# design 1

Design 1, a small window of the routed layout:
Window x 144 to 174, y 38 to 68 um. Cells in gray, sequential cells in the stronger gray; small squares are vias.
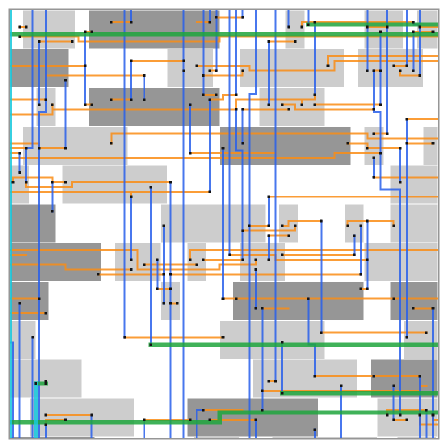
Design 1, sizing map:
The bar under the picture is 50 um long.
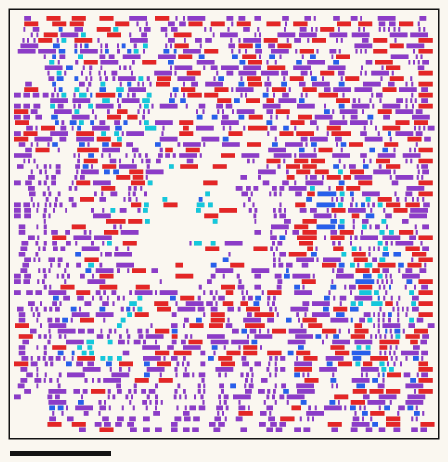
### src/rtl/id_ex_stage.sv
// ID/EX pipeline register with operand forwarding, load-use bubble insertion,
// flush squashing, external hold and a saturating bubble counter.
module id_ex_stage (
   input  logic        clk,
   input  logic        rst_n,
   input  logic [31:0] instr_ID,
   input  logic [31:0] pc_ID,
   input  logic [31:0] imm_ID,
   input  logic [31:0] rs1_rdata_ID,
   input  logic [31:0] rs2_rdata_ID,
   input  logic [4:0]  rs1_raddr_ID,
   input  logic [4:0]  rs2_raddr_ID,
   input  logic [4:0]  rd_waddr_ID,
   input  logic [1:0]  rs1_ID_fwd,
   input  logic [1:0]  rs2_ID_fwd,
   input  logic [31:0] alu_result_EX,
   input  logic [31:0] alu_result_M,
   input  logic [31:0] mem_rdata_M,
   input  logic        hold,
   input  logic        flush,
   output logic [31:0] instr_EX,
   output logic [31:0] pc_EX,
   output logic [31:0] imm_EX,
   output logic [31:0] rs1_rdata_EX,
   output logic [31:0] rs2_rdata_EX,
   output logic [4:0]  rs1_raddr_EX,
   output logic [4:0]  rs2_raddr_EX,
   output logic [4:0]  rd_waddr_EX,
   output logic        stall_ID,
   output logic [15:0] bubble_cnt,
   output logic        lu_stall_o
);

   localparam logic [31:0] NOP           = 32'h0000_0013;
   localparam logic [6:0]  R_TYPE        = 7'b0110011;
   localparam logic [6:0]  I_TYPE_LOAD   = 7'b0000011;
   localparam logic [6:0]  I_TYPE_OP_IMM = 7'b0010011;
   localparam logic [6:0]  S_TYPE        = 7'b0100011;
   localparam logic [6:0]  B_TYPE        = 7'b1100011;

   typedef enum logic {RUN = 1'b0, LU_STALL = 1'b1} state_t;

   state_t      state_q, state_d;
   logic [31:0] instr_q, instr_d, pc_q, pc_d, imm_q, imm_d;
   logic [31:0] rs1_data_q, rs1_data_d, rs2_data_q, rs2_data_d;
   logic [4:0]  rs1_addr_q, rs1_addr_d, rs2_addr_q, rs2_addr_d, rd_q, rd_d;
   logic [15:0] cnt_q, cnt_d;

   logic [6:0]  op_id;
   logic        uses_rs1, uses_rs2, lu_hazard;
   logic [31:0] rs1_mux, rs2_mux;

   assign op_id    = instr_ID[6:0];
   assign uses_rs1 = (op_id == R_TYPE) || (op_id == I_TYPE_LOAD) || (op_id == I_TYPE_OP_IMM) ||
                     (op_id == S_TYPE) || (op_id == B_TYPE);
   assign uses_rs2 = (op_id == R_TYPE) || (op_id == S_TYPE) || (op_id == B_TYPE);

   // A load in EX whose destination is consumed by the ID instruction.
   assign lu_hazard = (instr_q[6:0] == I_TYPE_LOAD) && (rd_q != 5'd0) &&
                      ((uses_rs1 && (rs1_raddr_ID == rd_q)) || (uses_rs2 && (rs2_raddr_ID == rd_q)));

   always_comb begin
      case (rs1_ID_fwd)
         2'd0:    rs1_mux = rs1_rdata_ID;
         2'd1:    rs1_mux = alu_result_EX;
         2'd2:    rs1_mux = alu_result_M;
         default: rs1_mux = mem_rdata_M;
      endcase
      case (rs2_ID_fwd)
         2'd0:    rs2_mux = rs2_rdata_ID;
         2'd1:    rs2_mux = alu_result_EX;
         2'd2:    rs2_mux = alu_result_M;
         default: rs2_mux = mem_rdata_M;
      endcase
   end

   always_comb begin
      state_d    = state_q;
      instr_d    = instr_q;
      pc_d       = pc_q;
      imm_d      = imm_q;
      rs1_data_d = rs1_data_q;
      rs2_data_d = rs2_data_q;
      rs1_addr_d = rs1_addr_q;
      rs2_addr_d = rs2_addr_q;
      rd_d       = rd_q;
      cnt_d      = cnt_q;
      if (!hold) begin
         if (flush || ((state_q == RUN) && lu_hazard)) begin
            // Bubble: keep the PC of the squashed/held instruction for traceability.
            state_d    = flush ? RUN : LU_STALL;
            instr_d    = NOP;
            pc_d       = pc_ID;
            imm_d      = 32'd0;
            rs1_data_d = 32'd0;
            rs2_data_d = 32'd0;
            rs1_addr_d = 5'd0;
            rs2_addr_d = 5'd0;
            rd_d       = 5'd0;
            cnt_d      = (cnt_q == 16'hFFFF) ? cnt_q : cnt_q + 16'd1;
         end else begin
            state_d    = RUN;
            instr_d    = instr_ID;
            pc_d       = pc_ID;
            imm_d      = imm_ID;
            rs1_data_d = rs1_mux;
            rs2_data_d = rs2_mux;
            rs1_addr_d = rs1_raddr_ID;
            rs2_addr_d = rs2_raddr_ID;
            rd_d       = rd_waddr_ID;
         end
      end
   end

   always_ff @(posedge clk or negedge rst_n) begin
      if (!rst_n) begin
         state_q    <= RUN;
         instr_q    <= NOP;
         pc_q       <= 32'd0;
         imm_q      <= 32'd0;
         rs1_data_q <= 32'd0;
         rs2_data_q <= 32'd0;
         rs1_addr_q <= 5'd0;
         rs2_addr_q <= 5'd0;
         rd_q       <= 5'd0;
         cnt_q      <= 16'd0;
      end else begin
         state_q    <= state_d;
         instr_q    <= instr_d;
         pc_q       <= pc_d;
         imm_q      <= imm_d;
         rs1_data_q <= rs1_data_d;
         rs2_data_q <= rs2_data_d;
         rs1_addr_q <= rs1_addr_d;
         rs2_addr_q <= rs2_addr_d;
         rd_q       <= rd_d;
         cnt_q      <= cnt_d;
      end
   end

   assign stall_ID     = rst_n && (hold || ((state_q == RUN) && !flush && lu_hazard));
   assign instr_EX     = instr_q;
   assign pc_EX        = pc_q;
   assign imm_EX       = imm_q;
   assign rs1_rdata_EX = rs1_data_q;
   assign rs2_rdata_EX = rs2_data_q;
   assign rs1_raddr_EX = rs1_addr_q;
   assign rs2_raddr_EX = rs2_addr_q;
   assign rd_waddr_EX  = rd_q;
   assign bubble_cnt   = cnt_q;
   assign lu_stall_o   = (state_q == LU_STALL);

endmodule

### config.mk
export PLATFORM = sky130hd
export DESIGN_NAME = id_ex_stage
export DESIGN_NICKNAME = d
export VERILOG_FILES = /design/src/rtl/id_ex_stage.sv
export SDC_FILE = /design/constraint.sdc
export NUM_CORES = 1
export LEC_CHECK = 0
export ABC_AREA = 1
export ABC_CLOCK_PERIOD_IN_PS = 1700
export CELL_PAD_IN_SITES_DETAIL_PLACEMENT = 1
export CELL_PAD_IN_SITES_GLOBAL_PLACEMENT = 2
export CORE_UTILIZATION = 22
export CTS_CLUSTER_DIAMETER = 30
export DETAILED_ROUTE_END_ITERATION = 16
export PLACE_DENSITY_LB_ADDON = 0.1
export REMOVE_ABC_BUFFERS = 1
export SLEW_MARGIN = 20
export SYNTH_ARGS = -nofsm -noshare
export SYNTH_HDL_FRONTEND = slang
export SYNTH_SLANG_ARGS = --single-unit
### constraint.sdc
create_clock -name clk -period 1.7 [get_ports clk]
set_input_delay 0.34 -clock clk [delete_from_list [all_inputs] [get_ports clk]]
set_output_delay 0.34 -clock clk [all_outputs]
set_load 0.1 [all_outputs]
==> GITHUB_STEP_SUMMARY <==
### Yosys + OpenROAD results

| Metric | Value |
|---|---|
| Post-layout minimum cycle time | between 2000 and 2500 ps |
| Total power | around 0.017 W |
| Crit path DRT | about 1400 ps |
| Wl on met1 | 21,400 um |
| GR Util met1 | 0.281 |
| Post-route setup slack | -626 ps |
| First-pass GRT wire length | between 70,000 and 80,000 um |
| Leakage | about 8.5 nW |
| Die Wd | about 210 um |
| Worst Hold Path EP | pc_EX[8]$_DFFE_PN0N_ |
| Crit Path Category | reg -> out |
| Post-CTS Hold Fix Bufs | 2 |
| Crit path capture | stall_ID |
| Top logic family | simple AND/OR/NAND/NOR gates |
| DRT iter0 DRCs | 455 |
| Syn Inst Count | roughly 1,200 |
| Wirelength per Cell | between 20 and 25 um |
| YS chip area | 9720 um2 |
| Cts bufs inserted | 17 |
| Synth mux share | 0 |
| FP Rows | approximately 76 |
| GR Layer Usage met2 | 0.378 |
| Total Nets Final | a little over 2,000 |
| Cell with the most instances after synthesis | nand2_1 |
| Yosys warnings | 0 |
| Initial antenna violation count | 19 |
| Min-delay src | hold |
| CTS root buffer | clkbuf_16 |
| Met3 Usage GRT | 0.0870 |
| Final hold violations | 0 |
| Final setup vio count | between 150 and 200 |
| Setup TNS | -36,890 ps |
| Via density | 4.65 |
| Synth cell count leaders | nand2_1 (513), dfrtp_1 (189), o21ai_0 (165), nand3_1 (94), o211ai_1 (64) |
| Status | complete, but fails checks |
| Fin crit share | 1.37 |
| Biggest area cells | dfrtp_1 (49%), nand2_1 (20%), o21ai_0 (8.5%) |
| Setup slack, reg-to-reg | -320 ps |
| Failing checks | negative setup slack |
| Pre-CTS setup slack | -583 ps |
| Share of layout cells above drive strength 1 | 0.296 |
| Num ports | 472 |
| Hold Path Cell Cnt | 3 |
| Synth top area share | 0.486 |
About 'a small window of the routed layout' of design 1:
met4 -> cyan
met2 -> blue
met3 -> green
met1 -> orange
most frequent = buf_12 (9), nand2_1 (7), dfrtp_1 (6)
sequential cells in the window = 6
netlist names of flops here include = rs1_raddr_EX (3)
cells with their middle in the window = 35

About 'sizing map' of design 1:
drive 2 -> blue  # cells 160
drive 6 and up -> red  # cells 281
drive 3 to 4 -> cyan  # cells 93
drive 1 or less -> purple  # cells 1,268

==> report_power, final <==
part	internal [W]	switching [W]	leakage, nW
Sequential	0.00497	0.000433	2.48
Clock	0.00211	0.00202	0.280
Combinational	0.00296	0.00469	5.73
==> cell type report <==
cell class	count	area, um2	area share
multi-input cells	940	4960	0.254
well taps	585	732	0.0375
clock buffers	21	460	0.0236
inverters	29	114	0.00583
flip-flops and latches	192	4810	0.246
repair buffers	609	8330	0.426
clock inverters	11	104	0.00531
diodes	14	35.0	0.00179

# design 2

Design 2, a small window of the routed layout:
Window x 66 to 96, y 12 to 42 um. Cells in gray, sequential cells in the stronger gray; small squares are vias.
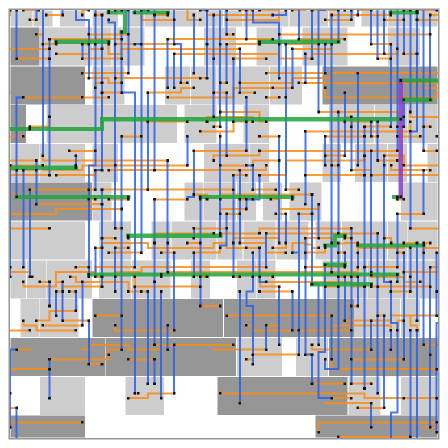
Design 2, clock network drawn from the DEF:
The bar under the picture is 20 um long.
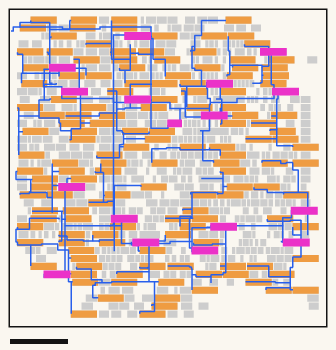
Design 2, sequential cells colored by netlist name:
The bar under the picture is 20 um long. Other sequential cells in the stronger gray, the rest of the logic in the fainter gray.
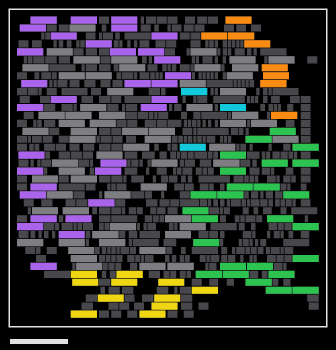
### config.mk
export PLATFORM = sky130hd
export DESIGN_NAME = puf_host_requester
export DESIGN_NICKNAME = d
export VERILOG_FILES = /design/src/rtl/puf_host_requester.sv
export SDC_FILE = /design/constraint.sdc
export NUM_CORES = 1
export LEC_CHECK = 0
export CORE_MARGIN = 2
export CORE_UTILIZATION = 60
export CTS_CLUSTER_SIZE = 12
export DETAILED_ROUTE_END_ITERATION = 8
export PLACE_DENSITY = 0.85
export SYNTH_ARGS = -nofsm -noshare
export SYNTH_HDL_FRONTEND = slang
export SYNTH_SLANG_ARGS = --single-unit
### constraint.sdc
create_clock -name clk -period 5 [get_ports clk]
set_clock_uncertainty 0.15 [all_clocks]
set_input_delay 0.5 -clock clk [delete_from_list [all_inputs] [get_ports clk]]
set_output_delay 0.5 -clock clk [all_outputs]
set_load 0.1 [all_outputs]
### src/rtl/puf_host_requester.sv
// puf_host_requester: host-side initiator of the PUF UART exchange.
// Sends REQUEST_ID and a challenge byte, then collects RESPONSE_ID followed by
// NUM_WORDS big-endian words of four bytes each. Each word is presented with a
// one-cycle resp_valid strobe. Silence between received bytes aborts the request.
// WORD_BITS is expected to be exactly 4*DATA_BITS.
module puf_host_requester #(
  parameter int                   DATA_BITS      = 8,
  parameter int                   WORD_BITS      = 32,
  parameter int                   NUM_WORDS      = 1280,
  parameter logic [DATA_BITS-1:0] REQUEST_ID     = 8'b10101010,
  parameter logic [DATA_BITS-1:0] RESPONSE_ID    = 8'b10101010,
  parameter int                   TIMEOUT_CYCLES = 50000000,
  localparam int                  IDX_W          = (NUM_WORDS > 1) ? $clog2(NUM_WORDS) : 1
) (
  input  logic                 clk,
  input  logic                 reset,
  input  logic                 start,
  input  logic [7:0]           challenge,
  output logic                 busy,
  output logic                 done,
  output logic                 error,
  output logic [1:0]           err_code,
  output logic [WORD_BITS-1:0] resp_word,
  output logic                 resp_valid,
  output logic [IDX_W-1:0]     resp_index,
  output logic [DATA_BITS-1:0] uart_data_out,
  output logic                 uart_tx_enable,
  input  logic                 uart_tx_busy,
  input  logic [DATA_BITS-1:0] uart_data_in,
  input  logic                 uart_rx_valid,
  output logic                 uart_rx_enable
);

  localparam int                 TMO_W     = $clog2(TIMEOUT_CYCLES + 1);
  // tmo_q counts cycles since the last accepted byte; the abort lands in the
  // cycle where that count would reach TIMEOUT_CYCLES.
  localparam logic [TMO_W-1:0]   TMO_LAST  = TMO_W'(TIMEOUT_CYCLES - 1);
  localparam logic [IDX_W-1:0]   WORD_LAST = IDX_W'(NUM_WORDS - 1);

  typedef enum logic [2:0] {
    S_IDLE, S_TX_ID, S_TX_ID_WAIT, S_TX_CHAL, S_TX_CHAL_WAIT, S_RX_ID, S_RX_DATA, S_FINISH
  } state_t;

  state_t                 state_q, state_d;
  logic [7:0]             chal_q, chal_d;
  logic                   seen_busy_q, seen_busy_d;
  logic [1:0]             byte_cnt_q, byte_cnt_d;
  logic [IDX_W-1:0]       word_cnt_q, word_cnt_d;
  logic [TMO_W-1:0]       tmo_q, tmo_d;
  logic [WORD_BITS-1:0]   acc_q, acc_d;
  logic                   busy_q, busy_d;
  logic                   done_q, done_d;
  logic                   error_q, error_d;
  logic [1:0]             err_code_q, err_code_d;
  logic [WORD_BITS-1:0]   resp_word_q, resp_word_d;
  logic                   resp_valid_q, resp_valid_d;
  logic [IDX_W-1:0]       resp_index_q, resp_index_d;
  logic [DATA_BITS-1:0]   data_out_q, data_out_d;
  logic                   tx_en_q, tx_en_d;
  logic                   rx_en_q, rx_en_d;

  logic                   id_check, run_timer, fail;
  logic [1:0]             fail_code;
  logic [WORD_BITS-1:0]   word_next;

  // Next-state and next-output logic for the request/response sequence.
  always_comb begin
    state_d      = state_q;
    chal_d       = chal_q;
    seen_busy_d  = seen_busy_q;
    byte_cnt_d   = byte_cnt_q;
    word_cnt_d   = word_cnt_q;
    tmo_d        = tmo_q;
    acc_d        = acc_q;
    busy_d       = busy_q;
    done_d       = 1'b0;
    error_d      = 1'b0;
    err_code_d   = err_code_q;
    resp_word_d  = resp_word_q;
    resp_valid_d = 1'b0;
    resp_index_d = resp_index_q;
    data_out_d   = data_out_q;
    tx_en_d      = 1'b0;
    id_check     = 1'b0;
    run_timer    = 1'b0;
    fail         = 1'b0;
    fail_code    = 2'd0;

    // Accumulator with the incoming byte dropped into its MSB-first slot.
    word_next = acc_q;
    case (byte_cnt_q)
      2'd0:    word_next[4*DATA_BITS-1 -: DATA_BITS] = uart_data_in;
      2'd1:    word_next[3*DATA_BITS-1 -: DATA_BITS] = uart_data_in;
      2'd2:    word_next[2*DATA_BITS-1 -: DATA_BITS] = uart_data_in;
      default: word_next[DATA_BITS-1   -: DATA_BITS] = uart_data_in;
    endcase

    case (state_q)
      S_IDLE: begin
        // A start coinciding with the done/error pulse is dropped.
        if (start && !done_q && !error_q) begin
          chal_d     = challenge;
          err_code_d = 2'd0;
          busy_d     = 1'b1;
          byte_cnt_d = 2'd0;
          word_cnt_d = '0;
          tmo_d      = '0;
          state_d    = S_TX_ID;
        end
      end
      S_TX_ID: begin
        if (!uart_tx_busy) begin
          data_out_d  = REQUEST_ID;
          tx_en_d     = 1'b1;
          seen_busy_d = 1'b0;
          state_d     = S_TX_ID_WAIT;
        end
      end
      S_TX_ID_WAIT: begin
        if (uart_tx_busy)     seen_busy_d = 1'b1;
        else if (seen_busy_q) state_d     = S_TX_CHAL;
      end
      S_TX_CHAL: begin
        if (!uart_tx_busy) begin
          data_out_d  = DATA_BITS'(chal_q);
          tx_en_d     = 1'b1;
          seen_busy_d = 1'b0;
          state_d     = S_TX_CHAL_WAIT;
        end
      end
      S_TX_CHAL_WAIT: begin
        // The device may answer before our transmitter reports idle.
        if (uart_rx_valid) begin
          id_check = 1'b1;
        end else if (uart_tx_busy) begin
          seen_busy_d = 1'b1;
        end else if (seen_busy_q) begin
          tmo_d   = TMO_W'(1);
          state_d = S_RX_ID;
        end
      end
      S_RX_ID: begin
        if (uart_rx_valid) id_check  = 1'b1;
        else               run_timer = 1'b1;
      end
      S_RX_DATA: begin
        if (uart_rx_valid) begin
          acc_d      = word_next;
          tmo_d      = TMO_W'(1);
          byte_cnt_d = byte_cnt_q + 2'd1;
          if (byte_cnt_q == 2'd3) begin
            resp_word_d  = word_next;
            resp_valid_d = 1'b1;
            resp_index_d = word_cnt_q;
            if (word_cnt_q == WORD_LAST) state_d    = S_FINISH;
            else                         word_cnt_d = word_cnt_q + 1'b1;
          end
        end else begin
          run_timer = 1'b1;
        end
      end
      S_FINISH: begin
        done_d  = 1'b1;
        busy_d  = 1'b0;
        state_d = S_IDLE;
      end
      default: state_d = S_IDLE;
    endcase

    if (id_check) begin
      if (uart_data_in == RESPONSE_ID) begin
        byte_cnt_d = 2'd0;
        tmo_d      = TMO_W'(1);
        state_d    = S_RX_DATA;
      end else begin
        fail      = 1'b1;
        fail_code = 2'd1;
      end
    end

    if (run_timer) begin
      if (tmo_q == TMO_LAST) begin
        fail      = 1'b1;
        fail_code = 2'd2;
      end else begin
        tmo_d = tmo_q + 1'b1;
      end
    end

    // Any abort discards the partial word simply by leaving RX_DATA.
    if (fail) begin
      error_d    = 1'b1;
      err_code_d = fail_code;
      busy_d     = 1'b0;
      state_d    = S_IDLE;
    end

    rx_en_d = (state_d != S_IDLE) && (state_d != S_FINISH);
  end

  // State and registered outputs; reset clears everything asynchronously.
  always_ff @(posedge clk or negedge reset) begin
    if (!reset) begin
      state_q      <= S_IDLE;
      chal_q       <= '0;
      seen_busy_q  <= 1'b0;
      byte_cnt_q   <= '0;
      word_cnt_q   <= '0;
      tmo_q        <= '0;
      acc_q        <= '0;
      busy_q       <= 1'b0;
      done_q       <= 1'b0;
      error_q      <= 1'b0;
      err_code_q   <= '0;
      resp_word_q  <= '0;
      resp_valid_q <= 1'b0;
      resp_index_q <= '0;
      data_out_q   <= '0;
      tx_en_q      <= 1'b0;
      rx_en_q      <= 1'b0;
    end else begin
      state_q      <= state_d;
      chal_q       <= chal_d;
      seen_busy_q  <= seen_busy_d;
      byte_cnt_q   <= byte_cnt_d;
      word_cnt_q   <= word_cnt_d;
      tmo_q        <= tmo_d;
      acc_q        <= acc_d;
      busy_q       <= busy_d;
      done_q       <= done_d;
      error_q      <= error_d;
      err_code_q   <= err_code_d;
      resp_word_q  <= resp_word_d;
      resp_valid_q <= resp_valid_d;
      resp_index_q <= resp_index_d;
      data_out_q   <= data_out_d;
      tx_en_q      <= tx_en_d;
      rx_en_q      <= rx_en_d;
    end
  end

  assign busy           = busy_q;
  assign done           = done_q;
  assign error          = error_q;
  assign err_code       = err_code_q;
  assign resp_word      = resp_word_q;
  assign resp_valid     = resp_valid_q;
  assign resp_index     = resp_index_q;
  assign uart_data_out  = data_out_q;
  assign uart_tx_enable = tx_en_q;
  assign uart_rx_enable = rx_en_q;

endmodule

==> GITHUB_STEP_SUMMARY <==
### Yosys + OpenROAD results

| Metric | Value |
|---|---|
| WP data arrival | approximately 3300 ps |
| Cell with the most instances after synthesis | dfrtp_1 |
| RSZ-0062 raised after global routing | false |
| Largest delay share family, worst path | simple AND/OR/NAND/NOR gates |
| Final Wtd Congestion | slightly below 0.9 |
| Slowest CP cell | dfrtp_1 |
| Via Count | about 5,000 |
| Hold_ws | ~330 ps |
| Slew @ Worst Pin | roughly 1100 ps |
| DRT iter0 DRCs | 389 |
| Worst relative slew slack | 0.298 |
| CP Max Fanout | 21 |
| Total Nets Final | 703 |
| Synth mux share | 0.137 |
| R2r startpoint | state_q[1]$_DFF_PN0_ |
| Post-layout minimum cycle time | between 2000 and 3000 ps |
| Detailed Route WL | roughly 15,000 um |
| Syn_nets | 635 |
| Final-layout clock buffer total | 22 |
| GR Layer Usage met2 | 0.453 |
| Overflow after GRT | 0 |
| Signal buffers | approximately 83 |
| Int Power | 0.00241 W |
| ANT nets after route | 0 |
| Number of warning messages in the logs | 32 |
| Worst Hold Path EP | uart_data_out[6]$_DFFE_PN0P_ |
| Largest class | registers |
| Crit-path cells | nor4_1 > and3_1 > or4_4 > or4_1 > nand2_1 |
| NonClk Buf Share | 0.104 |
| Dpl cells | slightly below 800 |
| Fin crit share | 0.586 |
| Area added between synthesis and finish | 21.8% |
| Flops | between 100 and 150 |
| XORs/XNORs by Area | 0.0135 |
| Final instance area | slightly below 8000 um2 |
| Total power | between 0.003 and 0.004 W |
| Final core utilization | 0.742 |
| Status | finished clean |
| Clock Tree Buf Depth | 2 |
| Die Wd | roughly 110 um |
| Layout clock area frac | 0.0721 |
| Pwr top | sequential cells |
| Leakage | approximately 3.6 nW |
| Placed cell area | ~7400 um2 |
| Hold Path Cell Cnt | 2 |
| Reg power frac | 0.381 |
| GRT Util Overall | 0.274 |
| Final setup vio count | 0 |
| CTS resizes | 0 |
| CP Launch Type | register |
| Inverter count | 10 |
| Crit path capture | tmo_q[5]$_DFF_PN0_ |
| H-tree levels | 4 |
| Final hold violations | 0 |
| Comb power | about 0.0011 W |
| Pwr dens | 479 nW/um2 |
| Ys cells | 607 |
| Synth cell count leaders | dfrtp_1 (142), nand2_1 (71), nor2_1 (59), a21oi_1 (48), mux2_2 (43) |
| Crit path buf inv count | 0 |
| Met3 Usage GRT | 0.0729 |
| DPL Wire Length | around 9900 um |
| Register area | around 3600 um2 |
| Die Span Y | approximately 110 um |
| Via density | around 6.1 |
| Combinational Area | about 2800 um2 |
| Flip-flops with a built-in enable | 0 |
About 'a small window of the routed layout' of design 2:
met2 -> blue
met1 -> orange
met3 -> green
met4 -> purple
netlist names of flops here include = tmo_q (10), resp_index (1)
cells with their middle in the window = 75
most frequent = dfrtp_1 (11)
sequential cells in the window = 11

About 'clock network drawn from the DEF' of design 2:
clock wires -> blue  # length 1,730 um
flip-flops -> orange  # count 142
cells driving clock nets -> magenta  # count 17
routed clock nets = 18

About 'sequential cells colored by netlist name' of design 2:
resp_word -> purple  # flops 32
tmo_q -> green  # flops 26
resp_index -> yellow  # flops 11
state_q -> cyan  # flops 3
uart_data_out -> orange  # flops 8, where north-east

registers in the layout (all words and copies together) (netlist names), 2 cells and up:
signal and cells:
uart_data_out 8, err_code 2, byte_cnt_q 2, resp_index 11
chal_q 8, resp_word 32, acc_q 32, state_q 3
word_cnt_q 11, tmo_q 26
cell usage in the layout (no fill, tap or decap), drive strengths merged, types with 6 or more instances in the layout:
cell and n:
nand3 16, ha 7, a21oi 48, nand4 11
nor4 12, inv 11, or3 10, mux2i 41
clkdlybuf4s50 78, nand2 71, nor3 9, dfrtp 142
clkbuf 22, mux2 43, nor2 59, o31ai 6
xnor2 7, o21ai 23

# design 3

**config.mk**
```make
export PLATFORM = sky130hd
export DESIGN_NAME = muldiv
export DESIGN_NICKNAME = d
export VERILOG_FILES = /design/src/rtl/muldiv_pkg.sv /design/src/rtl/muldiv_neg.sv /design/src/rtl/muldiv.sv
export SDC_FILE = /design/constraint.sdc
export NUM_CORES = 1
export LEC_CHECK = 0
export CAP_MARGIN = 20
export CORE_MARGIN = 4
export CORE_UTILIZATION = 30
export CTS_CLUSTER_DIAMETER = 200
export DETAILED_ROUTE_END_ITERATION = 12
export PLACE_DENSITY = 0.58
export SYNTH_ARGS = -nofsm -noshare
export SYNTH_HDL_FRONTEND = slang
export SYNTH_SLANG_ARGS = --single-unit
```
**constraint.sdc**
```tcl
create_clock -name clk -period 3.5 [get_ports clk]
set_clock_uncertainty 0.15 [all_clocks]
set_input_delay 0.7 -clock clk [delete_from_list [all_inputs] [get_ports clk]]
set_output_delay 0.7 -clock clk [all_outputs]
set_load 0.02 [all_outputs]
```
**src/rtl/muldiv_pkg.sv**
```systemverilog
// Shared definitions for the iterative multiply/divide unit:
// operation codes, FSM state encoding and small op-decode helpers.
package muldiv_pkg;

   localparam int MDOP_WIDTH = 3;

   localparam logic [MDOP_WIDTH-1:0] MDOP_MULT  = 3'd0;
   localparam logic [MDOP_WIDTH-1:0] MDOP_MULTU = 3'd1;
   localparam logic [MDOP_WIDTH-1:0] MDOP_DIV   = 3'd2;
   localparam logic [MDOP_WIDTH-1:0] MDOP_DIVU  = 3'd3;
   localparam logic [MDOP_WIDTH-1:0] MDOP_MTHI  = 3'd4;
   localparam logic [MDOP_WIDTH-1:0] MDOP_MTLO  = 3'd5;

   typedef enum logic [1:0] {
      ST_IDLE,
      ST_RUN,
      ST_FIX
   } state_t;

   function automatic logic is_arith(input logic [MDOP_WIDTH-1:0] op);
      return (op == MDOP_MULT) || (op == MDOP_MULTU) || (op == MDOP_DIV) || (op == MDOP_DIVU);
   endfunction

   function automatic logic is_signed_op(input logic [MDOP_WIDTH-1:0] op);
      return (op == MDOP_MULT) || (op == MDOP_DIV);
   endfunction

   function automatic logic is_mul(input logic [MDOP_WIDTH-1:0] op);
      return (op == MDOP_MULT) || (op == MDOP_MULTU);
   endfunction

endpackage

```
**src/rtl/muldiv_neg.sv**
```systemverilog
// Conditional two's-complement negate; used both to take operand magnitudes
// and to restore the sign of results.
module muldiv_neg #(
   parameter int W = 32
) (
   input  logic         neg,
   input  logic [W-1:0] din,
   output logic [W-1:0] dout
);

   always_comb begin
      dout = neg ? (~din + W'(1)) : din;
   end

endmodule

```
**src/rtl/muldiv.sv**
```systemverilog
// Iterative radix-2 multiply / restoring divide unit owning the HI/LO
// registers; one iteration per cycle, sign fix-up in a final cycle.
module muldiv
   import muldiv_pkg::*;
#(
   parameter int WIDTH = 32
) (
   input  logic                  clk,
   input  logic                  nrst,
   input  logic                  i_start,
   input  logic [MDOP_WIDTH-1:0] i_op,
   input  logic [WIDTH-1:0]      i_rs,
   input  logic [WIDTH-1:0]      i_rt,
   input  logic                  i_flush,
   output logic                  o_busy,
   output logic                  o_ready,
   output logic [WIDTH-1:0]      o_hi,
   output logic [WIDTH-1:0]      o_lo
);

   localparam int CW = $clog2(WIDTH) + 1;

   state_t             state, state_nxt;
   logic [CW-1:0]      count;
   logic               op_mul, res_sign, rem_sign, div_zero;
   logic [WIDTH-1:0]   opnd;
   logic [2*WIDTH-1:0] acc, step_acc;

   logic               accept, signed_op;
   logic [WIDTH-1:0]   mag_a_in, mag_b_in;
   logic [WIDTH:0]     mul_sum, div_shift;
   logic [WIDTH-1:0]   div_diff;
   logic               div_borrow;
   logic [2*WIDTH-1:0] prod_fix;
   logic [WIDTH-1:0]   quo_fix, rem_fix;

   always_comb begin
      accept    = i_start && !i_flush;
      signed_op = is_signed_op(i_op);
      o_busy    = (state != ST_IDLE);
   end

   muldiv_neg #(.W(WIDTH)) u_neg_a (.neg(signed_op & i_rs[WIDTH-1]), .din(i_rs), .dout(mag_a_in));
   muldiv_neg #(.W(WIDTH)) u_neg_b (.neg(signed_op & i_rt[WIDTH-1]), .din(i_rt), .dout(mag_b_in));

   // A zero divisor yields an all-ones quotient that must not be sign-corrected.
   muldiv_neg #(.W(2*WIDTH)) u_neg_prod (.neg(res_sign), .din(acc), .dout(prod_fix));
   muldiv_neg #(.W(WIDTH)) u_neg_quo (.neg(res_sign & ~div_zero), .din(acc[WIDTH-1:0]), .dout(quo_fix));
   muldiv_neg #(.W(WIDTH)) u_neg_rem (.neg(rem_sign), .din(acc[2*WIDTH-1:WIDTH]), .dout(rem_fix));

   // Multiply: acc = {partial product, multiplier}; divide: acc = {remainder, dividend/quotient}.
   always_comb begin
      mul_sum    = {1'b0, acc[2*WIDTH-1:WIDTH]} + {1'b0, (acc[0] ? opnd : {WIDTH{1'b0}})};
      div_shift  = {acc[2*WIDTH-1:WIDTH], acc[WIDTH-1]};
      div_borrow = (div_shift < {1'b0, opnd});
      div_diff   = div_shift[WIDTH-1:0] - opnd;
      if (op_mul) begin
         step_acc = {mul_sum, acc[WIDTH-1:1]};
      end else if (div_borrow) begin
         step_acc = {div_shift[WIDTH-1:0], acc[WIDTH-2:0], 1'b0};
      end else begin
         step_acc = {div_diff, acc[WIDTH-2:0], 1'b1};
      end
   end

   always_comb begin
      state_nxt = state;
      case (state)
         ST_IDLE: if (accept && is_arith(i_op)) state_nxt = ST_RUN;
         ST_RUN:  if (i_flush) state_nxt = ST_IDLE;
                  else if (count == CW'(1)) state_nxt = ST_FIX;
         ST_FIX:  state_nxt = ST_IDLE;
         default: state_nxt = ST_IDLE;
      endcase
   end

   // NOTE: reset is synchronous, so it lives inside the clocked branch, not the sensitivity list.
   always_ff @(posedge clk) begin
      if (!nrst) state <= ST_IDLE;
      else       state <= state_nxt;
   end

   always_ff @(posedge clk) begin
      if (!nrst) begin
         o_ready  <= 1'b0;
         o_hi     <= '0;
         o_lo     <= '0;
         count    <= '0;
         op_mul   <= 1'b0;
         res_sign <= 1'b0;
         rem_sign <= 1'b0;
         div_zero <= 1'b0;
         opnd     <= '0;
         acc      <= '0;
      end else begin
         o_ready <= 1'b0;
         case (state)
            ST_IDLE: begin
               if (accept) begin
                  if (i_op == MDOP_MTHI) begin
                     o_hi <= i_rs;
                  end else if (i_op == MDOP_MTLO) begin
                     o_lo <= i_rs;
                  end else if (is_arith(i_op)) begin
                     count    <= CW'(WIDTH);
                     op_mul   <= is_mul(i_op);
                     res_sign <= signed_op & (i_rs[WIDTH-1] ^ i_rt[WIDTH-1]);
                     rem_sign <= signed_op & i_rs[WIDTH-1];
                     div_zero <= (i_rt == '0);
                     opnd     <= is_mul(i_op) ? mag_a_in : mag_b_in;
                     acc      <= {{WIDTH{1'b0}}, (is_mul(i_op) ? mag_b_in : mag_a_in)};
                  end
               end
            end
            ST_RUN: begin
               if (!i_flush) begin
                  acc   <= step_acc;
                  count <= count - CW'(1);
               end
            end
            ST_FIX: begin
               if (!i_flush) begin
                  if (op_mul) begin
                     {o_hi, o_lo} <= prod_fix;
                  end else begin
                     o_lo <= quo_fix;
                     o_hi <= rem_fix;
                  end
                  o_ready <= 1'b1;
               end
            end
            default: ;
         endcase
      end
   end

endmodule

```
Design 3, clock network drawn from the DEF:
The bar under the picture is 50 um long.
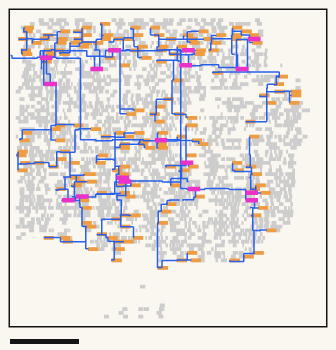
clock wires -> blue  # length 2,680 um
cells driving clock nets -> magenta  # count 17
flip-flops -> orange  # count 173
routed clock nets = 18
flops lie = spread over the die

Design 3, sizing map:
The bar under the picture is 50 um long.
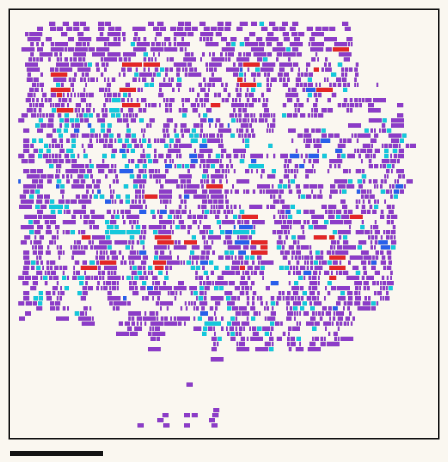
drive 2 -> blue  # cells 45
drive 1 or less -> purple  # cells 1,971
drive 3 to 4 -> cyan  # cells 262
drive 6 and up -> red  # cells 36

Design 3, clock nets:
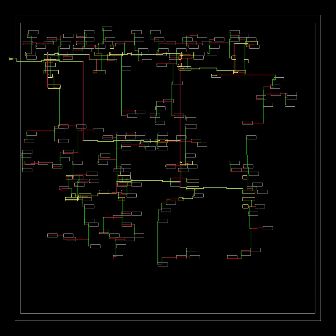
Flops: 173
Worst-Skew Late Latency: 470 ps
final-layout clock buffer total: 20
Clk power: 0.00208 W
CTS sink cnt: 173

## final timing paths
check	from	endpoint	cells past startpoint
setup / recovery	opnd[0]$_SDFFE_PN0P_	acc[52]$_SDFFE_PN0P_	13
hold / removal	o_hi[29]$_SDFFE_PN0P_	o_hi[29]$_SDFFE_PN0P_	2
setup reg to reg	opnd[0]$_SDFFE_PN0P_	acc[52]$_SDFFE_PN0P_	13
hold reg to reg	o_hi[29]$_SDFFE_PN0P_	o_hi[29]$_SDFFE_PN0P_	2
==> GITHUB_STEP_SUMMARY <==
### Yosys + OpenROAD results

| Metric | Value |
|---|---|
| Post-layout minimum cycle time | about 3400 ps |
| GR Util met1 | 0.292 |
| NonClk Buf Share | 0.176 |
| Largest net degree at the start of global routing | around 55 |
| Combinational share of power | 0.317 |
| Placed cell area | between 15,000 and 20,000 um2 |
| CP Launch Type | register |
| Reg power frac | 0.342 |
| Met2 wire len | approximately 29,000 um |
| Slowest stage delay, CP | approximately 420 ps |
| Status | finished clean |
| Total power | between 0.006 and 0.007 W |
| Seq group | between 0.002 and 0.0025 W |
| Clock Tree Buf Depth | 2 |
| Worst relative slew slack | 0.421 |

# design 4

Design 4, sizing map:
The bar under the picture is 20 um long.
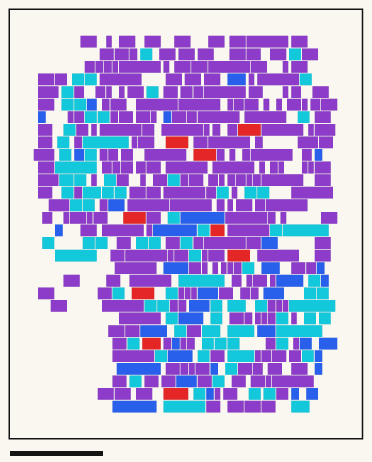
Design 4, clock nets:
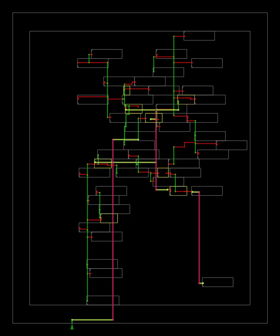
[config.mk]
export PLATFORM = sky130hd
export DESIGN_NAME = rv_ctrl_pipeline
export DESIGN_NICKNAME = d
export VERILOG_FILES = /design/src/rtl/rv_ctrl_pipeline.sv
export SDC_FILE = /design/constraint.sdc
export NUM_CORES = 1
export LEC_CHECK = 0
export CAP_MARGIN = 25
export CORE_ASPECT_RATIO = 1.25
export CORE_MARGIN = 5
export CORE_UTILIZATION = 45
export DETAILED_ROUTE_END_ITERATION = 10
export GPL_ROUTABILITY_DRIVEN = 0
export PLACE_DENSITY = 0.83
export SLEW_MARGIN = 25
export SYNTH_ARGS = -nofsm -noshare
export SYNTH_HDL_FRONTEND = slang
export SYNTH_SLANG_ARGS = --single-unit
[constraint.sdc]
create_clock -name clk -period 2.4 [get_ports clk]
set_input_delay 0.48 -clock clk [delete_from_list [all_inputs] [get_ports clk]]
set_output_delay 0.48 -clock clk [all_outputs]
set_load 0.02 [all_outputs]
[src/rtl/rv_ctrl_pipeline.sv]
// RV32I control path: ID decode, ID/EX -> EX/MEM -> MEM/WB control registers,
// operand forwarding selects and MEM-stage branch/jump resolution.
module rv_ctrl_pipeline (
  input  logic        clk,
  input  logic        rst,
  input  logic [31:0] instruct,
  input  logic        brEq,
  input  logic        brLt,
  input  logic [4:0]  MEMrd,
  input  logic [4:0]  WBrd,
  input  logic        jump_taken,
  input  logic [3:0]  hazard_signal,
  output logic        jump_early,
  output logic        branch_early,
  output logic [2:0]  imm_gen_sel,
  output logic [1:0]  Reg_WBSelID,
  output logic [1:0]  Reg_WBSelEX,
  output logic        EXmemRead,
  output logic        branch_signed,
  output logic        ALU_ASel,
  output logic        ALU_BSel,
  output logic [3:0]  ALU_Sel,
  output logic [2:0]  funct3,
  output logic        dmemRW,
  output logic        Reg_WEn,
  output logic [1:0]  Reg_WBSel,
  output logic [1:0]  forwardA,
  output logic [1:0]  forwardB,
  output logic [1:0]  forwardDmem,
  output logic [1:0]  forwardBranchA,
  output logic [1:0]  forwardBranchB,
  output logic        PCSel,
  output logic        branch_resolved,
  output logic        actual_taken,
  output logic        mispredict
);

  typedef struct packed {
    logic       wen;
    logic [1:0] wbsel;
    logic       dmemrw;
    logic       is_br;
    logic       is_jmp;
    logic [2:0] f3;
    logic       bsign;
    logic       asel;
    logic       bsel;
    logic [3:0] alu;
    logic [1:0] uses;
    logic [4:0] rs1;
    logic [4:0] rs2;
  } idex_t;

  typedef struct packed {
    logic       wen;
    logic [1:0] wbsel;
    logic       dmemrw;
    logic       is_br;
    logic       is_jmp;
    logic [2:0] f3;
    logic       eq;
    logic       lt;
  } exmem_t;

  typedef struct packed {
    logic       wen;
    logic [1:0] wbsel;
  } memwb_t;

  localparam logic [6:0] OP_LUI = 7'b0110111;
  localparam logic [6:0] OP_AUI = 7'b0010111;
  localparam logic [6:0] OP_JAL = 7'b1101111;
  localparam logic [6:0] OP_JLR = 7'b1100111;
  localparam logic [6:0] OP_BR  = 7'b1100011;
  localparam logic [6:0] OP_LD  = 7'b0000011;
  localparam logic [6:0] OP_ST  = 7'b0100011;
  localparam logic [6:0] OP_IMM = 7'b0010011;
  localparam logic [6:0] OP_REG = 7'b0110011;

  logic [6:0] opc;
  logic [2:0] f3_id;
  logic       b30;
  logic [3:0] alu_fn;
  idex_t      dec;
  logic [2:0] imm_sel;
  logic       jal_id;

  assign opc   = instruct[6:0];
  assign f3_id = instruct[14:12];
  assign b30   = instruct[30];

  always_comb begin
    alu_fn = 4'd0;
    case (f3_id)
      3'b000: alu_fn = (opc == OP_REG && b30) ? 4'd1 : 4'd0;
      3'b001: alu_fn = 4'd7;
      3'b010: alu_fn = 4'd5;
      3'b011: alu_fn = 4'd6;
      3'b100: alu_fn = 4'd4;
      3'b101: alu_fn = b30 ? 4'd9 : 4'd8;
      3'b110: alu_fn = 4'd3;
      default: alu_fn = 4'd2;
    endcase
  end

  always_comb begin
    dec     = '0;
    imm_sel = 3'd0;
    jal_id  = 1'b0;
    dec.rs1 = instruct[19:15];
    dec.rs2 = instruct[24:20];
    case (opc)
      OP_LUI: begin
        dec = '{wen:1'b1, wbsel:2'd1, f3:f3_id, bsel:1'b1,
                alu:4'd10, rs1:dec.rs1, rs2:dec.rs2, default:'0};
        imm_sel = 3'd3;
      end
      OP_AUI: begin
        dec = '{wen:1'b1, wbsel:2'd1, f3:f3_id, asel:1'b1,
                bsel:1'b1, rs1:dec.rs1, rs2:dec.rs2, default:'0};
        imm_sel = 3'd3;
      end
      OP_JAL: begin
        dec = '{wen:1'b1, wbsel:2'd2, is_jmp:1'b1, f3:f3_id,
                asel:1'b1, bsel:1'b1, rs1:dec.rs1, rs2:dec.rs2,
                default:'0};
        imm_sel = 3'd4;
        jal_id  = 1'b1;
      end
      OP_JLR: begin
        dec = '{wen:1'b1, wbsel:2'd2, is_jmp:1'b1, f3:f3_id,
                bsel:1'b1, uses:2'b01, rs1:dec.rs1, rs2:dec.rs2,
                default:'0};
      end
      OP_BR: begin
        dec = '{wbsel:2'd1, is_br:1'b1, f3:f3_id, bsign:!f3_id[1],
                asel:1'b1, bsel:1'b1, uses:2'b11, rs1:dec.rs1,
                rs2:dec.rs2, default:'0};
        imm_sel = 3'd2;
      end
      OP_LD: begin
        dec = '{wen:1'b1, f3:f3_id, bsel:1'b1, uses:2'b01,
                rs1:dec.rs1, rs2:dec.rs2, default:'0};
      end
      OP_ST: begin
        dec = '{wbsel:2'd1, dmemrw:1'b1, f3:f3_id, bsel:1'b1,
                uses:2'b11, rs1:dec.rs1, rs2:dec.rs2, default:'0};
        imm_sel = 3'd1;
      end
      OP_IMM: begin
        dec = '{wen:1'b1, wbsel:2'd1, f3:f3_id, bsel:1'b1,
                alu:alu_fn, uses:2'b01, rs1:dec.rs1, rs2:dec.rs2,
                default:'0};
      end
      OP_REG: begin
        dec = '{wen:1'b1, wbsel:2'd1, f3:f3_id, alu:alu_fn,
                uses:2'b11, rs1:dec.rs1, rs2:dec.rs2, default:'0};
        imm_sel = 3'd5;
      end
      default: dec = '0;
    endcase
  end

  assign jump_early   = jal_id;
  assign branch_early = dec.is_br;
  assign imm_gen_sel  = imm_sel;
  assign Reg_WBSelID  = dec.wbsel;

  idex_t  idex_q, idex_d;
  exmem_t exmem_q, exmem_d;
  memwb_t memwb_q, memwb_d;
  logic   hold, flush, stall;

  assign stall = hazard_signal[0];
  assign flush = hazard_signal[1];
  assign hold  = hazard_signal[2];

  always_comb begin
    idex_d  = dec;
    exmem_d = '{wen:idex_q.wen, wbsel:idex_q.wbsel,
                dmemrw:idex_q.dmemrw, is_br:idex_q.is_br,
                is_jmp:idex_q.is_jmp, f3:idex_q.f3, eq:brEq, lt:brLt};
    memwb_d = '{wen:exmem_q.wen, wbsel:exmem_q.wbsel};
    if (hold) begin
      idex_d  = idex_q;
      exmem_d = exmem_q;
      memwb_d = memwb_q;
    end else if (flush) begin
      idex_d  = '0;
      exmem_d = '0;
    end else if (stall) begin
      idex_d  = '0;
    end
  end

  always_ff @(posedge clk or posedge rst) begin
    if (rst) begin
      idex_q  <= '0;
      exmem_q <= '0;
      memwb_q <= '0;
    end else begin
      idex_q  <= idex_d;
      exmem_q <= exmem_d;
      memwb_q <= memwb_d;
    end
  end

  assign Reg_WBSelEX   = idex_q.wbsel;
  assign EXmemRead     = idex_q.wen && (idex_q.wbsel == 2'd0);
  assign branch_signed = idex_q.bsign;
  assign ALU_ASel      = idex_q.asel;
  assign ALU_BSel      = idex_q.bsel;
  assign ALU_Sel       = idex_q.alu;
  assign funct3        = exmem_q.f3;
  assign dmemRW        = exmem_q.dmemrw;
  assign Reg_WEn       = memwb_q.wen;
  assign Reg_WBSel     = memwb_q.wbsel;

  logic [4:0] rs1_ex, rs2_ex;
  logic [1:0] sel1, sel2;

  assign rs1_ex = idex_q.uses[0] ? idex_q.rs1 : 5'd0;
  assign rs2_ex = idex_q.uses[1] ? idex_q.rs2 : 5'd0;

  // 10 = from MEM, 01 = from WB; the younger MEM result wins.
  always_comb begin
    sel1 = 2'b00;
    sel2 = 2'b00;
    if (exmem_q.wen && MEMrd != 5'd0 && MEMrd == rs1_ex)
      sel1 = 2'b10;
    else if (memwb_q.wen && WBrd != 5'd0 && WBrd == rs1_ex)
      sel1 = 2'b01;
    if (exmem_q.wen && MEMrd != 5'd0 && MEMrd == rs2_ex)
      sel2 = 2'b10;
    else if (memwb_q.wen && WBrd != 5'd0 && WBrd == rs2_ex)
      sel2 = 2'b01;
  end

  always_comb begin
    forwardA       = 2'b00;
    forwardB       = 2'b00;
    forwardDmem    = 2'b00;
    forwardBranchA = 2'b00;
    forwardBranchB = 2'b00;
    if (idex_q.is_br) begin
      forwardBranchA = sel1;
      forwardBranchB = sel2;
    end else begin
      forwardA = sel1;
      if (idex_q.dmemrw) forwardDmem = sel2;
      else               forwardB    = sel2;
    end
  end

  logic taken;

  always_comb begin
    taken = 1'b0;
    case (exmem_q.f3)
      3'b000: taken = exmem_q.eq;
      3'b001: taken = !exmem_q.eq;
      3'b100: taken = exmem_q.lt;
      3'b101: taken = !exmem_q.lt;
      3'b110: taken = exmem_q.lt;
      3'b111: taken = !exmem_q.lt;
      default: taken = 1'b0;
    endcase
  end

  always_comb begin
    PCSel           = 1'b0;
    branch_resolved = 1'b0;
    actual_taken    = 1'b0;
    mispredict      = 1'b0;
    if (exmem_q.is_jmp) begin
      PCSel = !jump_taken;
    end else if (exmem_q.is_br) begin
      branch_resolved = 1'b1;
      actual_taken    = taken;
      PCSel           = taken ^ jump_taken;
      mispredict      = jump_taken && !taken;
    end
  end

  logic unused_bits;
  assign unused_bits = ^{instruct[31], instruct[29:25],
                         instruct[11:7], hazard_signal[3]};

endmodule

==> GITHUB_STEP_SUMMARY <==
### Yosys + OpenROAD results

| Metric | Value |
|---|---|
| Synth cell count leaders | dfrtp_1 (40), nand2_1 (36), a22o_1 (22), o21ai_0 (18), nor2_1 (15) |
| Fmax | 392 MHz |
| Initial antenna violation count | 0 |
| Synth unique cells | between 40 and 50 |
| First-pass GRT wire length | 11,600 um |
| Post-Syn Area | approximately 2500 um2 |
| Initial Util | 0.457 |
| Final setup vio count | 4 |
| Comb power | about 0.00026 W |
| # DRC | 0 |
| Sw Share | 0.260 |
| Yosys warnings | 0 |
| Post-CTS Hold Fix Bufs | 0 |
| Failing checks | negative setup slack |
| Ys cells | around 270 |
| Pwr top | sequential cells |
| Via density | 5.76 |
| Crit-path cells | dlygate4sd2_1 > buf_4 > xor2_1 > o22ai_1 > a22oi_2 > a2111oi_4 > buf_4 |
| Main flop type | dfrtp_1 |
| Dpl cells | 435 |
| Worst relative slew slack | 0.669 |
| Top logic family | AND-OR/OR-AND gates |
| Combinational Area | around 1500 um2 |
| Via Count | around 2,600 |
| Clock Tree Buf Depth | 2 |
| Sequential share of cell area | 0.259 |
| Crit Path Category | in -> out |
| Cell type with the largest total area | dfrtp_1 |
| R2r startpoint | idex_q[11]$_DFFE_PP0N_ |
| Wl on met1 | 2950 um |
| Crit path depth | 7 |
| Post-route setup slack | -154 ps |
| CTS resizes | between 100 and 150 |
| Worst-Skew Late Latency | ~290 ps |
| Int Power | between 0.001 and 0.0015 W |
| CTS sink cnt | around 40 |
| Post-CTS Setup Repair Bufs | 6 |
| Setup slack, reg-to-reg | approximately 1300 ps |
| RSZ-0062 raised after global routing | true |
| # port buffers | ~76 |
| Number of warning messages in the logs | 40 |
| Syn Inst Count | 265 |
| RR Endpoint | idex_q[11]$_DFFE_PP0N_ |
| Fillers | between 300 and 400 |
| Total Nets Final | around 440 |
| CTS tree | built |
| CP Max Fanout | 3 |
| Flops after synth | approximately 40 |
| Largest class | logic gates |
| Register area | about 1000 um2 |
| CTS root buffer | clkbuf_8 |
| DRT Pass-1 Iters | 4 |
| Reg power frac | 0.484 |
| Syn_nets | between 300 and 400 |
| Slowest CP cell | a2111oi_4 |
| Status | complete, but fails checks |
| ANT cells | 0 |
| Cell with the most instances after synthesis | dfrtp_1 |
Notes on 'sizing map' of design 4 above:
drive 2 -> blue  # cells 35
drive 3 to 4 -> cyan  # cells 82
drive 6 and up -> red  # cells 9
drive 1 or less -> purple  # cells 262

Notes on 'clock nets' of design 4 above:
cts bufs inserted: 5
final-layout clock buffer total: 6

[through the flow]
step / worst slack (ps) / instance area, um2 / hold WS [ps] / power [W] / setup TNS [ps]
2_1_floorplan: 81.9 / 2450 / 449 / 0.000785 / 0
3_3_place_gp: -805 / 3550 / 467 / 0.000926 / -9350
3_5_place_dp: -834 / 3550 / 474 / 0.000930 / -9940
4_1_cts: -56.9 / 3720 / 493 / 0.00140 / -125
5_1_grt: -195 / 3880 / 516 / 0.00148 / -775
6_report: -154 / 3880 / 483 / 0.00142 / -359

# design 5

Design 5, sequential cells colored by netlist name:
The bar under the picture is 20 um long. Other sequential cells in the stronger gray, the rest of the logic in the fainter gray.
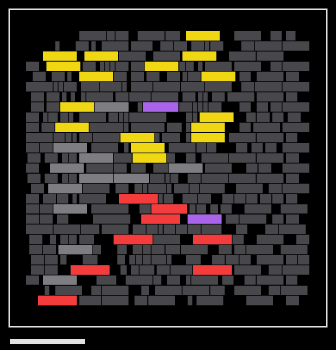
Design 5, a small window of the routed layout:
Window x 48 to 78, y 6 to 36 um. Cells in gray, sequential cells in the stronger gray; small squares are vias.
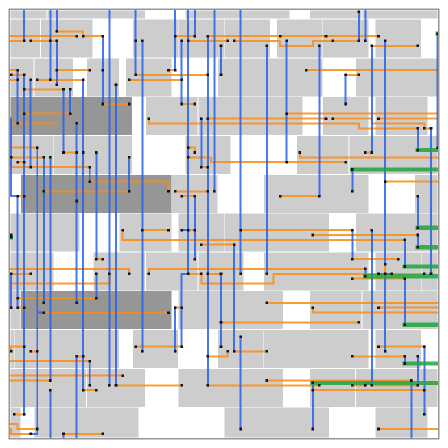
--- src/rtl/mem_arbiter.sv ---
// Two-port arbiter sharing one synchronous single-port memory between instruction
// fetch and load/store, with a three-state sequencer and a saturating contention counter.
module mem_arbiter #(
    parameter int AW = 8,
    parameter int DW = 16
) (
    input  logic          clk,
    input  logic          reset,
    input  logic          halt,
    input  logic          if_req,
    input  logic [AW-1:0] if_addr,
    output logic          if_ack,
    output logic [DW-1:0] if_rdata,
    input  logic          d_req,
    input  logic          d_we,
    input  logic [AW-1:0] d_addr,
    input  logic [DW-1:0] d_wdata,
    output logic          d_ack,
    output logic [DW-1:0] d_rdata,
    output logic          mem_en,
    output logic          mem_we,
    output logic [AW-1:0] mem_addr,
    output logic [DW-1:0] mem_wdata,
    input  logic [DW-1:0] mem_rdata,
    output logic          busy,
    output logic [7:0]    conflicts
);

    localparam logic [1:0] S_IDLE  = 2'd0;
    localparam logic [1:0] S_ISSUE = 2'd1;
    localparam logic [1:0] S_RESP  = 2'd2;

    localparam logic OWN_IF = 1'b0;
    localparam logic OWN_D  = 1'b1;

    logic [1:0] state;
    logic       owner;
    logic       last_grant;
    logic       cmd_we;
    logic       start;
    logic       pick_d;
    logic       contend;
    logic       resp;

    function automatic logic [7:0] sat_inc(input logic [7:0] v);
        return (v == 8'hFF) ? v : v + 8'd1;
    endfunction

    // Data wins alone, or under contention when fetch took the previous grant.
    always_comb begin
        contend = if_req & d_req;
        start   = ~halt & (if_req | d_req);
        pick_d  = d_req & (~if_req | (last_grant == OWN_IF));
    end

    always_ff @(posedge clk or posedge reset) begin
        if (reset) begin
            state      <= S_IDLE;
            owner      <= OWN_IF;
            last_grant <= OWN_D;
            cmd_we     <= 1'b0;
            mem_addr   <= '0;
            mem_wdata  <= '0;
            conflicts  <= 8'd0;
        end else begin
            case (state)
                S_IDLE: begin
                    if (start) begin
                        state      <= S_ISSUE;
                        owner      <= pick_d;
                        last_grant <= pick_d;
                        cmd_we     <= pick_d & d_we;
                        mem_addr   <= pick_d ? d_addr : if_addr;
                        mem_wdata  <= pick_d ? d_wdata : '0;
                        if (contend)
                            conflicts <= sat_inc(conflicts);
                    end
                end
                S_ISSUE: state <= S_RESP;
                S_RESP:  state <= S_IDLE;
                default: state <= S_IDLE;
            endcase
        end
    end

    // Outputs decode straight from state so an async reset clears them without a clock.
    always_comb begin
        mem_en   = (state == S_ISSUE);
        mem_we   = mem_en & cmd_we & (owner == OWN_D);
        busy     = (state != S_IDLE);
        resp     = (state == S_RESP);
        if_ack   = resp & (owner == OWN_IF);
        d_ack    = resp & (owner == OWN_D);
        if_rdata = if_ack ? mem_rdata : '0;
        d_rdata  = d_ack ? mem_rdata : '0;
    end

endmodule

--- config.mk ---
export PLATFORM = sky130hd
export DESIGN_NAME = mem_arbiter
export DESIGN_NICKNAME = d
export VERILOG_FILES = /design/src/rtl/mem_arbiter.sv
export SDC_FILE = /design/constraint.sdc
export NUM_CORES = 1
export LEC_CHECK = 0
export CORE_MARGIN = 4
export CORE_UTILIZATION = 32
export DETAILED_ROUTE_END_ITERATION = 10
export PLACE_DENSITY = 0.76
export SLEW_MARGIN = 20
export SYNTH_ARGS = -nofsm -noshare
export SYNTH_HDL_FRONTEND = slang
export SYNTH_SLANG_ARGS = --single-unit
export TNS_END_PERCENT = 100
--- constraint.sdc ---
create_clock -name clk -period 1.6 [get_ports clk]
set_input_delay 0.4 -clock clk [delete_from_list [all_inputs] [get_ports clk]]
set_output_delay 0.4 -clock clk [all_outputs]
set_load 0.1 [all_outputs]
==> GITHUB_STEP_SUMMARY <==
### Yosys + OpenROAD results

| Metric | Value |
|---|---|
| Crit path capture | mem_wdata[7]$_DFFE_PP0P_ |
| Status | complete, but fails checks |
| Top logic family | simple AND/OR/NAND/NOR gates |
| Post-route setup slack | -302 ps |
| Pwr dens | between 1000 and 1500 nW/um2 |
| Final instance area | approximately 4600 um2 |
| Inverter count | 6 |
| RSZ-0062 raised after global routing | true |
| Failing checks | negative setup slack |
| Crit Path Category | reg -> reg |
| Crit path depth | 7 |
| Max-slew violations | 0 |
| Area added between synthesis and finish | 149% |
| R2r startpoint | state[0]$_DFFE_PP0P_ |
| Share of layout cells above drive strength 1 | 0.566 |
| Dpl cells | 399 |
| Crit path buf inv count | 3 |
| Syn Area/Cell | 9.34 um2 |
| Sequential share of cell area | 0.206 |
| Combinational share of cell area | 0.246 |
| Register area | roughly 960 um2 |
| Detailed Route WL | about 7300 um |
| Compound-Gate Fraction of Synth Area | 0.0422 |
| Final setup vio count | a little under 70 |
| Flip-flops with a built-in enable | 0 |
| XORs/XNORs by Area | 0.0141 |
| Reg2reg path depth | 7 |
| Die Wd | between 80 and 90 um |
| Yosys warnings | 0 |
| Max_cap viols | 0 |
About 'sequential cells colored by netlist name' of design 5:
conflicts -> red  # flops 8
state -> purple  # flops 2
mem_wdata -> yellow  # flops 16

About 'a small window of the routed layout' of design 5:
met2 -> blue
met3 -> green
met1 -> orange
most frequent = buf_12 (18), and2_4 (17), clkdlybuf4s50_1 (7)
netlist names of flops here include = conflicts (2), state (1)
cells with their middle in the window = 56
sequential cells in the window = 3

## where the power goes
group | switching (W) | internal [W]
Clock | 0.000315 | 0.000309
Combinational | 0.00222 | 0.00137
Sequential | 0.000299 | 0.00117
Total | 0.00284 | 0.00286
## state kept, by name (all words and copies together), names as in the netlist
| name | cells |
|---|---|
| cmd_we | 1 |
| conflicts | 8 |
| last_grant | 1 |
| mem_addr | 8 |
| mem_wdata | 16 |
| owner | 1 |
| state | 2 |
## what timing repair did
item,in CTS,in global routing
pin swaps,12,27
setup buffers,6,0
endpoints found under the setup margin,59,73
gates resized,28,54
gates cloned,6,3


==> notes/layouts.md <==
Pictures saved along the way, in no particular order.

Clock network drawn from the DEF.
panel A
The bar under the picture is 20 um long.
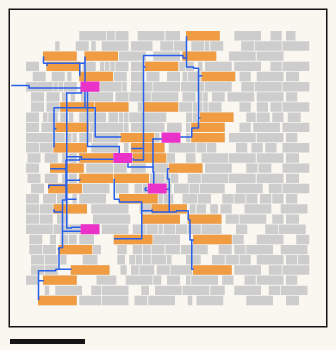
panel B
The bar under the picture is 20 um long.
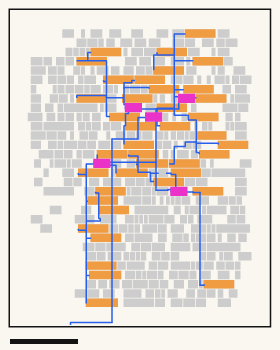
panel C
The bar under the picture is 50 um long.
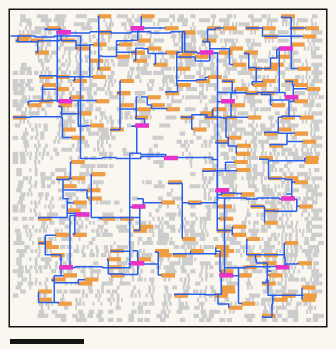
| picture | from |
|---|---|
| panel B | design 4 |
| panel C | design 1 |
| panel A | design 5 |

Key to panel B:
clock wires -> blue  # length 479 um
cells driving clock nets -> magenta  # count 5
flip-flops -> orange  # count 40
routed clock nets = 6

Power is estimated from default activity; no workload was simulated.
